# icache_fetch_ctrl

Figure 1. Wire density map (icache_fetch_ctrl).
Bar = 50 um. 35 x 35 tiles, from white (low) to dark blue (high), scaled to the fullest tile. Values are wire area over tile area, all layers added.
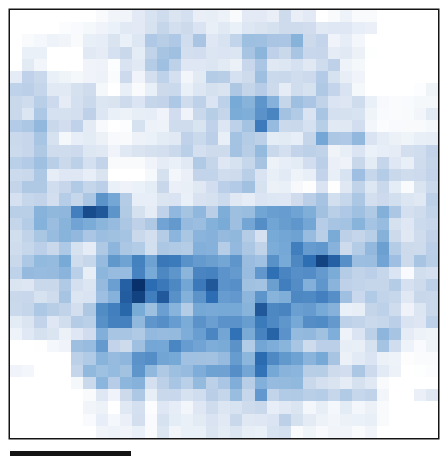

--- src/rtl/icache_fetch_ctrl.sv ---
// icache_fetch_ctrl: sequences cache lookups, delivers hits, and refills misses byte-wise from memory.
// Optional ICTRL_FILL_BYPASS_EN delivers the refilled word in the same cycle as the cache write.
module icache_fetch_ctrl #(
    parameter logic [31:0] RESET_PC = 32'h0
) (
    input  logic        clk,
    input  logic        rst,
    input  logic        rdy,
    input  logic        jump_en,
    input  logic [31:0] jump_addr,
    input  logic        iq_full,
    output logic        inst_valid,
    output logic [31:0] inst,
    output logic [31:0] inst_pc,
    output logic [31:0] icache_addr,
    input  logic        icache_hit,
    input  logic [31:0] icache_inst,
    output logic        fill_en,
    output logic [31:0] fill_addr,
    output logic [31:0] fill_inst,
    output logic        mem_req,
    input  logic        mem_gnt,
    output logic [31:0] mem_addr,
    input  logic [7:0]  mem_rdata
);
    typedef enum logic [1:0] {FETCH, REQ, READ} state_t;

    state_t      state, state_n;
    logic [31:0] pc, full_word;
    logic [23:0] word;
    logic [2:0]  cnt;
    logic        hit_go, miss_go, gnt_go, done, bypass;

    assign icache_addr = pc;

    // A fill being written this cycle is not yet visible, so FETCH idles rather than re-missing.
    always_comb begin
        hit_go = state == FETCH && icache_hit && !iq_full && !fill_en;
        miss_go = state == FETCH && !icache_hit && !fill_en;
        gnt_go = state == REQ && mem_gnt;
        done = state == READ && cnt == 3'd4;
`ifdef ICTRL_FILL_BYPASS_EN
        bypass = done && !iq_full;
`else
        bypass = 1'b0;
`endif
        full_word = {mem_rdata, word};
        state_n = jump_en ? FETCH : miss_go ? REQ : gnt_go ? READ : done ? FETCH : state;
        mem_addr = 32'h0;
        // While frozen, repeat the last presented address so the byte arriving on resume is the one owed.
        if (gnt_go && rdy)
            mem_addr = pc;
        else if (state == READ)
            mem_addr = !rdy ? pc + {29'b0, cnt} - 32'd1 : cnt != 3'd4 ? pc + {29'b0, cnt} : 32'h0;
    end

    always_ff @(posedge clk) begin
        if (rst)
            state <= FETCH;
        else if (rdy)
            state <= state_n;
    end

    always_ff @(posedge clk) begin
        if (rst) begin
            pc <= RESET_PC;
            inst_valid <= 1'b0;
            inst <= 32'h0;
            inst_pc <= 32'h0;
            fill_en <= 1'b0;
            fill_addr <= 32'h0;
            fill_inst <= 32'h0;
            mem_req <= 1'b0;
            cnt <= 3'd0;
            word <= 24'h0;
        end else if (!rdy) begin
            inst_valid <= 1'b0;
            fill_en <= 1'b0;
        end else begin
            inst_valid <= 1'b0;
            fill_en <= 1'b0;
            if (jump_en) begin
                pc <= jump_addr & ~32'h3;
                mem_req <= 1'b0;
                cnt <= 3'd0;
            end else begin
                if (hit_go || bypass) begin
                    inst_valid <= 1'b1;
                    inst <= hit_go ? icache_inst : full_word;
                    inst_pc <= pc;
                    pc <= pc + 32'd4;
                end
                if (miss_go)
                    mem_req <= 1'b1;
                if (gnt_go)
                    cnt <= 3'd1;
                if (state == READ) begin
                    case (cnt)
                        3'd1: word[7:0] <= mem_rdata;
                        3'd2: word[15:8] <= mem_rdata;
                        3'd3: word[23:16] <= mem_rdata;
                        default: ;
                    endcase
                    cnt <= cnt + 3'd1;
                    if (done) begin
                        fill_en <= 1'b1;
                        fill_addr <= pc;
                        fill_inst <= full_word;
                        mem_req <= 1'b0;
                        cnt <= 3'd0;
                    end
                end
            end
        end
    end
endmodule
--- config.mk ---
export PLATFORM = sky130hd
export DESIGN_NAME = icache_fetch_ctrl
export DESIGN_NICKNAME = d
export VERILOG_FILES = /design/src/rtl/icache_fetch_ctrl.sv
export SDC_FILE = /design/constraint.sdc
export NUM_CORES = 1
export LEC_CHECK = 0
export ABC_CLOCK_PERIOD_IN_PS = 7200
export CORE_MARGIN = 4
export CORE_UTILIZATION = 32
export DETAILED_ROUTE_END_ITERATION = 6
export GPL_TIMING_DRIVEN = 0
export HOLD_SLACK_MARGIN = 0.02
export PLACE_DENSITY_LB_ADDON = 0.25
export SETUP_SLACK_MARGIN = 0.1
export SYNTH_ARGS = -nofsm -noshare
export SYNTH_HDL_FRONTEND = slang
export SYNTH_SLANG_ARGS = --single-unit
export TNS_END_PERCENT = 10
--- constraint.sdc ---
create_clock -name clk -period 7.2 [get_ports clk]
set_input_delay 1.08 -clock clk [delete_from_list [all_inputs] [get_ports clk]]
set_output_delay 1.08 -clock clk [all_outputs]
set_load 0.01 [all_outputs]
# alu_issue_ctrl

**src/rtl/alu_issue_ctrl.sv**
```systemverilog
// Issue/writeback sequencer wrapped around an external combinational ALU.
// Accepts one instruction, drives registered operands for one cycle, writes the ALU result back.
module alu_issue_ctrl #(
  parameter int unsigned DW   = 4,
  parameter int unsigned NREG = 4,
  localparam int unsigned AW  = $clog2(NREG)
) (
  input  logic          clk,
  input  logic          rst_n,
  input  logic          in_valid,
  output logic          in_ready,
  input  logic [2:0]    in_op,
  input  logic [AW-1:0] in_rd,
  input  logic [AW-1:0] in_ra,
  input  logic [AW-1:0] in_rb,
  input  logic [DW-1:0] in_imm,
  output logic [DW-1:0] alu_a,
  output logic [DW-1:0] alu_b,
  output logic [2:0]    alu_sel,
  input  logic [DW-1:0] alu_y,
  input  logic          alu_carry,
  output logic          done_valid,
  output logic [DW-1:0] done_data,
  output logic          carry_flag,
  output logic          zero_flag,
  output logic          err,
  input  logic          err_clr,
  input  logic [AW-1:0] dbg_addr,
  output logic [DW-1:0] dbg_data
);

  localparam logic [0:0] S_IDLE = 1'b0;
  localparam logic [0:0] S_EXEC = 1'b1;

  localparam logic [2:0] OP_ADD = 3'b000;
  localparam logic [2:0] OP_LDI = 3'b101;

  typedef struct packed {
    logic [AW-1:0] rd;
    logic [2:0]    op;
    logic [DW-1:0] imm;
  } instr_t;

  logic [0:0]    state, state_d;
  instr_t        instr, instr_d;
  logic [DW-1:0] rf [NREG];
  logic [DW-1:0] rf_d [NREG];
  logic [DW-1:0] alu_a_d, alu_b_d, done_data_d, wb_val;
  logic [2:0]    alu_sel_d;
  logic          done_valid_d, carry_flag_d, zero_flag_d, err_d;
  logic          accept, illegal;

  assign in_ready = (state == S_IDLE);
  assign dbg_data = rf[dbg_addr];
  assign accept   = in_valid && in_ready;
  assign illegal  = (in_op[2:1] == 2'b11);

  // Next-state and next-register computation
  always_comb begin
    state_d      = state;
    instr_d      = instr;
    rf_d         = rf;
    alu_a_d      = alu_a;
    alu_b_d      = alu_b;
    alu_sel_d    = alu_sel;
    done_valid_d = 1'b0;
    done_data_d  = done_data;
    carry_flag_d = carry_flag;
    zero_flag_d  = zero_flag;
    err_d        = err_clr ? 1'b0 : err;
    wb_val       = '0;

    case (state)
      S_IDLE: begin
        if (accept) begin
          if (illegal) begin
            // set wins over a simultaneous clear
            err_d = 1'b1;
          end else begin
            alu_a_d    = rf[in_ra];
            alu_b_d    = rf[in_rb];
            alu_sel_d  = (in_op == OP_LDI) ? OP_ADD : in_op;
            instr_d.rd  = in_rd;
            instr_d.op  = in_op;
            instr_d.imm = in_imm;
            state_d    = S_EXEC;
          end
        end
      end
      S_EXEC: begin
        wb_val            = (instr.op == OP_LDI) ? instr.imm : alu_y;
        rf_d[instr.rd]    = wb_val;
        carry_flag_d      = (instr.op == OP_LDI) ? 1'b0 : alu_carry;
        zero_flag_d       = (wb_val == '0);
        done_data_d       = wb_val;
        done_valid_d      = 1'b1;
        state_d           = S_IDLE;
      end
      default: state_d = S_IDLE;
    endcase
  end

  always_ff @(posedge clk or negedge rst_n) begin
    if (!rst_n) begin
      state      <= S_IDLE;
      instr      <= '0;
      for (int i = 0; i < int'(NREG); i++) rf[i] <= '0;
      alu_a      <= '0;
      alu_b      <= '0;
      alu_sel    <= '0;
      done_valid <= 1'b0;
      done_data  <= '0;
      carry_flag <= 1'b0;
      zero_flag  <= 1'b0;
      err        <= 1'b0;
    end else begin
      state      <= state_d;
      instr      <= instr_d;
      for (int i = 0; i < int'(NREG); i++) rf[i] <= rf_d[i];
      alu_a      <= alu_a_d;
      alu_b      <= alu_b_d;
      alu_sel    <= alu_sel_d;
      done_valid <= done_valid_d;
      done_data  <= done_data_d;
      carry_flag <= carry_flag_d;
      zero_flag  <= zero_flag_d;
      err        <= err_d;
    end
  end

endmodule
```
**config.mk**
```make
export PLATFORM = sky130hd
export DESIGN_NAME = alu_issue_ctrl
export DESIGN_NICKNAME = d
export VERILOG_FILES = /design/src/rtl/alu_issue_ctrl.sv
export SDC_FILE = /design/constraint.sdc
export NUM_CORES = 1
export LEC_CHECK = 0
export CORE_MARGIN = 1
export CORE_UTILIZATION = 30
export DETAILED_ROUTE_END_ITERATION = 10
export PLACE_DENSITY = 0.61
export SYNTH_ARGS = -nofsm -noshare
export SYNTH_HDL_FRONTEND = slang
export SYNTH_SLANG_ARGS = --single-unit
```
**constraint.sdc**
```tcl
create_clock -name clk -period 1.6 [get_ports clk]
set_input_delay 0.48 -clock clk [delete_from_list [all_inputs] [get_ports clk]]
set_output_delay 0.48 -clock clk [all_outputs]
set_load 0.01 [all_outputs]
```
Figure 2. M3 wires (alu_issue_ctrl).
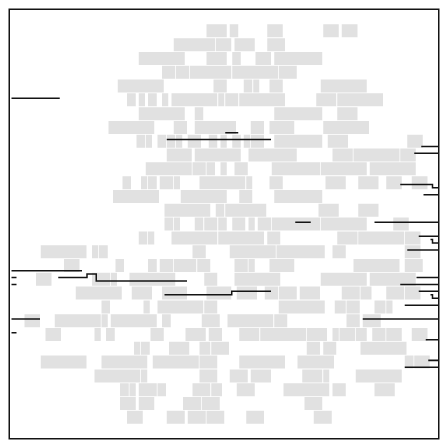
The layer holds 4.2% of the routed length. 26 nets have wire on it. The wires run mostly horizontal.
GR Layer Usage met3: 3.74%
DR vias: 1472
Routed WL: 4.54 mm

==> results_slide.txt, alu_issue_ctrl <==
Implementation Results

Final layout
  • CLK BUF: 5
  • Comb area: 855 um^2
  • Top cells excl fill/tap: dfrtp_1, buf_4, dlygate4sd2_1
  • Final clock-cell share: 3.01%
  • Sequential cell area share: 39.2%
  • Max FFs per register: 16
  • Fillers: 614
  • Biggest regs: rf: 16 flops, instr: 9 flops

Logic synthesis
  • Synth Net Count: 172
  • Post-synth top cells: dfrtp_1, mux2_2, nand2_1, o21ai_0
  • Register share after synthesis: 55.4%
  • Mux frac, synth: 27.2%
  • Dominant flop cell: dfrtp_1
  • Yosys stat area: 2030 um^2
  • Dominant cell type by area after synthesis: dfrtp_1

Die
  • Die Size: 7110 um^2
  • Row count: 29

Power and ir drop
  • Leak: 1.34 nW
  • Logic pwr share: 40.6%
  • Clock Power: 0.677 mW
  • Sequential cell power: 1.74 mW

Route
  • Initial DRC count: 92
  • Top Layer Used: met4
  • DRT Pass-1 Iters: 7
  • Number of remaining DRC errors: 8
  • Met2 WL post-DR: 2.19 mm

Final timing
  • Final setup violation count: 4
  • Max_slew headroom: 75.4%
  • Worst Slack Setup Final: -0.192 ns
  • Min Tclk post-route: 1.79 ns
  • Worst Clk Skew: 0.00686 ns

Run status
  • Outcome: complete, but fails checks
  • Failing checks: DRC, setup timing

GRT
  • Met2 Use GR: 21.4%

Job
  • Max-cap violations: 0

Place
  • HPWL after detailed placement: 3.49 mm

CTS
  • Cts hold-fix bufs: 0
alu_issue_ctrl: per-stage QoR:
| step | setup WS, ns | TNS (ns) | hold WS, ns |
|---|---|---|---|
| 6_report | -0.192 | -0.717 | 0.0804 |
| 5_1_grt | -0.237 | -0.903 | 0.0864 |
| 4_1_cts | -0.211 | -0.782 | 0.0786 |
| 3_5_place_dp | -0.988 | -10.27 | 0.411 |
| 3_3_place_gp | -0.964 | -9.87 | 0.408 |
| 2_1_floorplan | 0.134 | 0 | 0.184 |
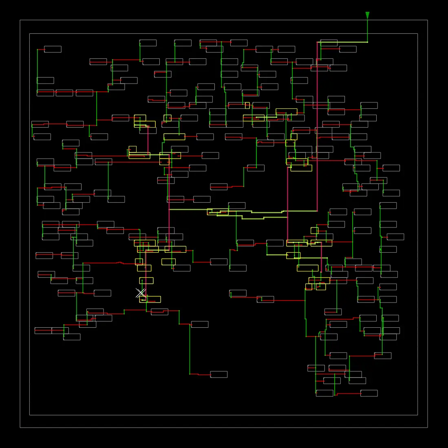
Figure 3: icache_fetch_ctrl, the clock network.
Num CTS Buffers: 17
Clock Power: 0.948 mW
Worst Clk Skew: 0.0244 ns

About Figure 1:
The mean over all tiles is 0.21. The fullest tile reaches 0.82. 11% of the tiles are nearly empty. 13% of the tiles are over half the peak.
DR vias: 10500
Routed WL: 38.9 mm
WL per Instance: 19.9 um
total global routing track utilization: 24.0%

==> results_slide.txt, icache_fetch_ctrl <==
Implementation Results

Final timing
  • Pins Over Slew Limit: 0
  • Worst-Margin Slew: 1.26 ns
  • Worst Slack Setup Final: 0.744 ns

Critical path
  • Worst Path Buf+Inv: 2
  • CP peak stage delay: 0.73 ns

Final layout
  • Seq_cells: 186
  • Comb area: 4970 um^2
  • Most used logic cell in the final layout: nand2_1
  • N_diodes: 0
  • Number of logic gates: 969
  • Final clock-cell share: 4.60%

Logic synthesis
  • Dominant cell type by area after synthesis: dfxtp_1
  • Synth Warn #: 0
  • Area contributors post-synth: dfxtp_1, nand2_1, a21oi_1
  • Yosys Instances: 1274
  • Mux frac, synth: 2.10%
  • Synthesized area: 9170 um^2

Run status
  • Failing checks: DRC
  • Outcome: complete, but fails checks

Route
  • Drt via density: 5.37
  • M1 wire length: 16.8 mm
  • Initial DRC count: 1060
  • Top Layer Used: met5
  • DRT antenna net count: 0
  • Number of remaining DRC errors: 6

Hold path
  • HP Class: reg -> reg
  • Hold depth: 2

CTS
  • Post-CTS setup buffer count: 0
  • Post-CTS sizing: 0
  • Root buffer cell: clkbuf_16

Place
  • HPWL after detailed placement: 29.3 mm

GRT
  • Gr busiest metal: met2
  • Routing usage on met1: 33.3%

Job
  • Max-cap violations: 0

Die
  • N_taps: 378
[icache_fetch_ctrl: sequential cells by signal, summed over array words and instances (netlist names)]
| signal | count |
|---|---|
| word | 24 |
| fill_en | 1 |
| icache_addr | 30 |
| state | 2 |
| inst | 32 |
| inst_valid | 1 |
| cnt | 3 |
| inst_pc | 30 |
| fill_inst | 32 |
| fill_addr | 30 |
| mem_req | 1 |
[icache_fetch_ctrl: report_power, final]
part	internal (mW)	switching, mW
clock	0.473	0.475
sequential	1.04	0.0172
combinational	0.120	0.179

==> gallery <==
Close-up of the layout.
(a)
Window x 69 to 109, y 69 to 109 um. Cells in grey, sequential cells in the stronger grey; small squares are vias.
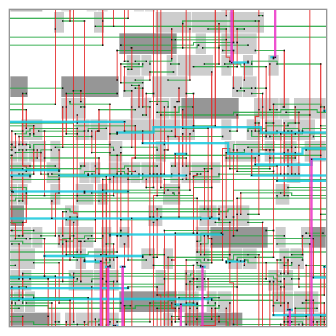
(b)
Window x 22 to 62, y 22 to 62 um. Cells in grey, sequential cells in the stronger grey; small squares are vias.
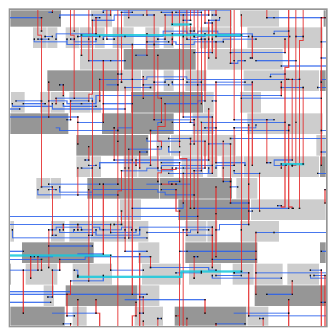
- icache_fetch_ctrl = (a)
- alu_issue_ctrl = (b)

Key to (b):
metal 2: drawn in red. metal 3: drawn in cyan. metal 1: drawn in blue.
Sequential cells in the window: 16. Most frequent: buf_4 (18), dfrtp_1 (16). 84 logic cells have their middle in the window. Netlist names of flops here include rf (10), instr (5).


# sw_alloc_xbar

## src/rtl/noc_pkg.sv

```systemverilog
// Shared mesh-router definitions: port indices, one-hot direction codes and
// the round-robin pointer wrap used by the switch allocator.
package noc_pkg;

    localparam int NPORT = 5;

    typedef logic [2:0] port_idx_t;

    localparam port_idx_t P_N = 3'd0;
    localparam port_idx_t P_E = 3'd1;
    localparam port_idx_t P_W = 3'd2;
    localparam port_idx_t P_S = 3'd3;
    localparam port_idx_t P_L = 3'd4;

    localparam logic [NPORT-1:0] DIR_N = 5'b00001;
    localparam logic [NPORT-1:0] DIR_E = 5'b00010;
    localparam logic [NPORT-1:0] DIR_W = 5'b00100;
    localparam logic [NPORT-1:0] DIR_S = 5'b01000;
    localparam logic [NPORT-1:0] DIR_L = 5'b10000;

    // Next port in the N->E->W->S->L->N ring.
    function automatic port_idx_t wrap_inc(input port_idx_t p);
        return (p == P_L) ? P_N : port_idx_t'(p + 3'd1);
    endfunction

endpackage

```

## src/rtl/rr_arb5.sv

```systemverilog
// Five-input round-robin arbiter for one output port: combinational one-hot
// grant, registered pointer that moves past the winner.
module rr_arb5
    import noc_pkg::*;
(
    input  logic             clk,
    input  logic             rst,
    input  logic [NPORT-1:0] req_i,
    input  logic             en_i,
    output logic [NPORT-1:0] gnt_o
);

    port_idx_t ptr_q, ptr_d;
    port_idx_t idx;
    logic      found;

    // NOTE: every variable written here gets a default first, so no latch is inferred.
    always_comb begin
        gnt_o = '0;
        ptr_d = ptr_q;
        found = 1'b0;
        idx   = ptr_q;
        for (int k = 0; k < NPORT; k++) begin
            if (!found && en_i && req_i[idx]) begin
                gnt_o[idx] = 1'b1;
                ptr_d      = wrap_inc(idx);
                found      = 1'b1;
            end
            idx = wrap_inc(idx);
        end
    end

    // NOTE: sequential state uses non-blocking assignments only.
    always_ff @(posedge clk) begin
        if (rst) ptr_q <= P_N;
        else     ptr_q <= ptr_d;
    end

endmodule

```

## src/rtl/sw_alloc_xbar.sv

```systemverilog
// Switch allocator and crossbar: decodes one-hot routes into per-output
// requests, arbitrates, and registers the winning flit in each output slot.
module sw_alloc_xbar
    import noc_pkg::*;
#(
    parameter int DATASIZE = 30
) (
    input  logic                sa_clk,
    input  logic                rst,
    input  logic [DATASIZE-1:0] N_data_in,
    input  logic [DATASIZE-1:0] E_data_in,
    input  logic [DATASIZE-1:0] W_data_in,
    input  logic [DATASIZE-1:0] S_data_in,
    input  logic [DATASIZE-1:0] L_data_in,
    input  logic [NPORT-1:0]    N_dir_in,
    input  logic [NPORT-1:0]    E_dir_in,
    input  logic [NPORT-1:0]    W_dir_in,
    input  logic [NPORT-1:0]    S_dir_in,
    input  logic [NPORT-1:0]    L_dir_in,
    input  logic                N_valid_in,
    input  logic                E_valid_in,
    input  logic                W_valid_in,
    input  logic                S_valid_in,
    input  logic                L_valid_in,
    output logic                rc_ready_N,
    output logic                rc_ready_E,
    output logic                rc_ready_W,
    output logic                rc_ready_S,
    output logic                rc_ready_L,
    output logic [DATASIZE-1:0] N_data_out,
    output logic [DATASIZE-1:0] E_data_out,
    output logic [DATASIZE-1:0] W_data_out,
    output logic [DATASIZE-1:0] S_data_out,
    output logic [DATASIZE-1:0] L_data_out,
    output logic                N_valid_out,
    output logic                E_valid_out,
    output logic                W_valid_out,
    output logic                S_valid_out,
    output logic                L_valid_out,
    input  logic                N_ready_in,
    input  logic                E_ready_in,
    input  logic                W_ready_in,
    input  logic                S_ready_in,
    input  logic                L_ready_in,
    output logic                err_dir
);

    logic [DATASIZE-1:0] data_in    [NPORT];
    logic [NPORT-1:0]    dir_in     [NPORT];
    logic [NPORT-1:0]    req        [NPORT];   // req[o][i]: input i wants output o
    logic [NPORT-1:0]    gnt        [NPORT];
    logic [DATASIZE-1:0] data_out_q [NPORT];
    logic [DATASIZE-1:0] data_out_d [NPORT];
    logic [NPORT-1:0]    valid_in, ready_in, dir_ok, drop, out_free, rc_ready;
    logic [NPORT-1:0]    valid_out_q, valid_out_d;
    logic                err_dir_q;

    assign data_in  = '{N_data_in, E_data_in, W_data_in, S_data_in, L_data_in};
    assign dir_in   = '{N_dir_in, E_dir_in, W_dir_in, S_dir_in, L_dir_in};
    assign valid_in = {L_valid_in, S_valid_in, W_valid_in, E_valid_in, N_valid_in};
    assign ready_in = {L_ready_in, S_ready_in, W_ready_in, E_ready_in, N_ready_in};

    always_comb begin
        for (int i = 0; i < NPORT; i++) begin
            dir_ok[i] = $onehot(dir_in[i]);
            drop[i]   = !rst && valid_in[i] && !dir_ok[i];
        end
        for (int o = 0; o < NPORT; o++) begin
            out_free[o] = !valid_out_q[o] || ready_in[o];
            for (int i = 0; i < NPORT; i++)
                req[o][i] = valid_in[i] && dir_ok[i] && dir_in[i][o];
        end
    end

    for (genvar o = 0; o < NPORT; o++) begin : g_arb
        rr_arb5 u_arb (
            .clk   (sa_clk),
            .rst   (rst),
            .req_i (req[o]),
            .en_i  (out_free[o] && !rst),
            .gnt_o (gnt[o])
        );
    end

    // Grants are one-hot per output and each input targets one output, so the
    // OR over outputs is exactly "my output picked me".
    always_comb begin
        rc_ready = drop;
        for (int o = 0; o < NPORT; o++) begin
            rc_ready       = rc_ready | gnt[o];
            valid_out_d[o] = valid_out_q[o] && !ready_in[o];
            data_out_d[o]  = data_out_q[o];
            for (int i = 0; i < NPORT; i++) begin
                if (gnt[o][i]) begin
                    valid_out_d[o] = 1'b1;
                    data_out_d[o]  = data_in[i];
                end
            end
        end
    end

    always_ff @(posedge sa_clk) begin
        if (rst) begin
            valid_out_q <= '0;
            err_dir_q   <= 1'b0;
            for (int o = 0; o < NPORT; o++) data_out_q[o] <= '0;
        end else begin
            valid_out_q <= valid_out_d;
            err_dir_q   <= |drop;
            data_out_q  <= data_out_d;
        end
    end

    assign {rc_ready_L, rc_ready_S, rc_ready_W, rc_ready_E, rc_ready_N} = rc_ready;
    assign {L_valid_out, S_valid_out, W_valid_out, E_valid_out, N_valid_out} = valid_out_q;
    assign N_data_out = data_out_q[P_N];
    assign E_data_out = data_out_q[P_E];
    assign W_data_out = data_out_q[P_W];
    assign S_data_out = data_out_q[P_S];
    assign L_data_out = data_out_q[P_L];
    assign err_dir    = err_dir_q;

endmodule

```

## config.mk

```make
export PLATFORM = sky130hd
export DESIGN_NAME = sw_alloc_xbar
export DESIGN_NICKNAME = d
export VERILOG_FILES = /design/src/rtl/noc_pkg.sv /design/src/rtl/rr_arb5.sv /design/src/rtl/sw_alloc_xbar.sv
export SDC_FILE = /design/constraint.sdc
export NUM_CORES = 1
export LEC_CHECK = 0
export CORE_AREA = 4 4 229 275
export CTS_BUF_LIST = sky130_fd_sc_hd__clkbuf_2
export DETAILED_ROUTE_END_ITERATION = 12
export DIE_AREA = 0 0 233 279
export PLACE_DENSITY = 0.6
export SETUP_SLACK_MARGIN = 0.5
export SYNTH_ARGS = -nofsm -noshare
export SYNTH_HDL_FRONTEND = slang
export SYNTH_SLANG_ARGS = --single-unit
```

## constraint.sdc

```tcl
create_clock -name sa_clk -period 14.35 [get_ports sa_clk]
set_input_delay 2.1525 -clock sa_clk [delete_from_list [all_inputs] [get_ports sa_clk]]
set_output_delay 2.1525 -clock sa_clk [all_outputs]
set_load 0.02 [all_outputs]
```

==> results_slide.txt <==
Implementation Results

Critical path
  • CP startpoint kind: input pin
  • CP Max Fanout: 10
  • RR Endpoint: E_data_out[17]$_SDFFE_PP0P_
  • Reg-to-reg slack, setup: 6.31 ns
  • CP Capture Point: rc_ready_N

Run status
  • Outcome: finished clean

Power and ir drop
  • P_int: 2.70 mW
  • Reg power frac: 13.1%
  • Pwr top: combinational cells
  • Sequential cell power: 0.848 mW

Logic synthesis
  • Dominant flop cell: dfxtp_1
  • Register share after synthesis: 19.1%
  • Synthesized-area fraction occupied by adder cells: 3.56%
  • Synth cell types: 103
  • #FFs+latches synth: 171
  • Post-synth ARST share: 0%
  • XORs/XNORs by Area: 0.244%

Route
  • DRT antenna net count: 0

Final layout
  • Nets: 2830
  • Sequential cell area share: 15.4%
  • Top cells excl fill/tap: clkdlybuf4s50_1, nor2_1, nand2_1

Hold path
  • HP Class: reg -> reg
  • WHS Endpoint: N_data_out[28]$_SDFFE_PP0P_

CTS
  • Post-CTS setup buffer count: 0
  • H-tree levels: 4

GRT
  • Met2 Use GR: 43.9%
-- sequential cells by signal, indices dropped and copies added (netlist names) --
signal,count
S_data_out,30
valid_out_q,5
L_data_out,30
g_arb.u_arb.ptr_q,15
E_data_out,30
W_data_out,30
err_dir,1
N_data_out,30
-- critical path: cells and delay by family --
kind	cells	cell delay, ns
fa+ha+maj	3	1.10
simple gates	6	2.62
compound gates	3	0.84
mux	1	0.29
buf+inv	5	1.71
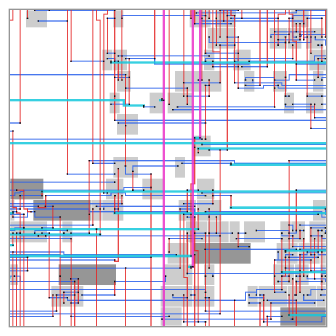
Figure 4: sw_alloc_xbar, close-up of the layout.
Window x 96 to 136, y 120 to 160 um. Cells in grey, sequential cells in the stronger grey; small squares are vias.
metal 2: drawn in red. metal 3: drawn in cyan. metal 1: drawn in blue. metal 4: drawn in magenta.
Netlist names of flops here include g_arb.u_arb.ptr_q (2). Sequential cells in the window: 5. Most frequent: buf_4 (9), nand2_1 (7). 65 logic cells have their middle in the window.



## Gallery

Clock network drawn from the DEF.
panel A
Bar = 20 um.
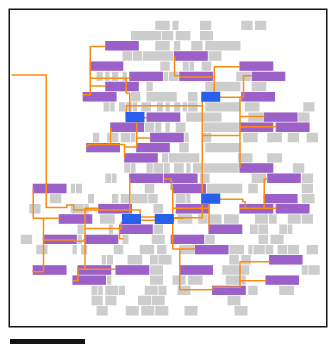
panel B
Bar = 50 um.
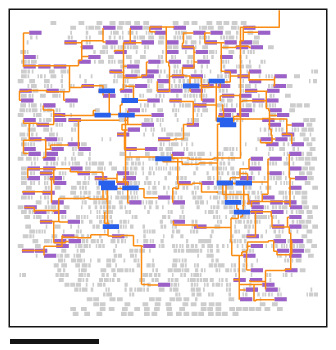
panel C
Bar = 50 um.
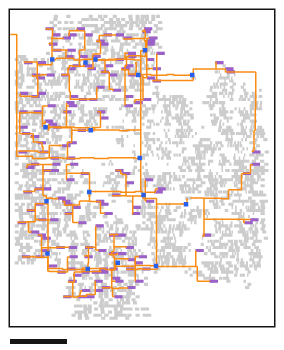
- largest die: panel C
- fewest sequential cells: panel A
sw_alloc_xbar: panel C
alu_issue_ctrl: panel A
icache_fetch_ctrl: panel B

Power figures rest on the tool's default switching activity, not on a simulated workload.
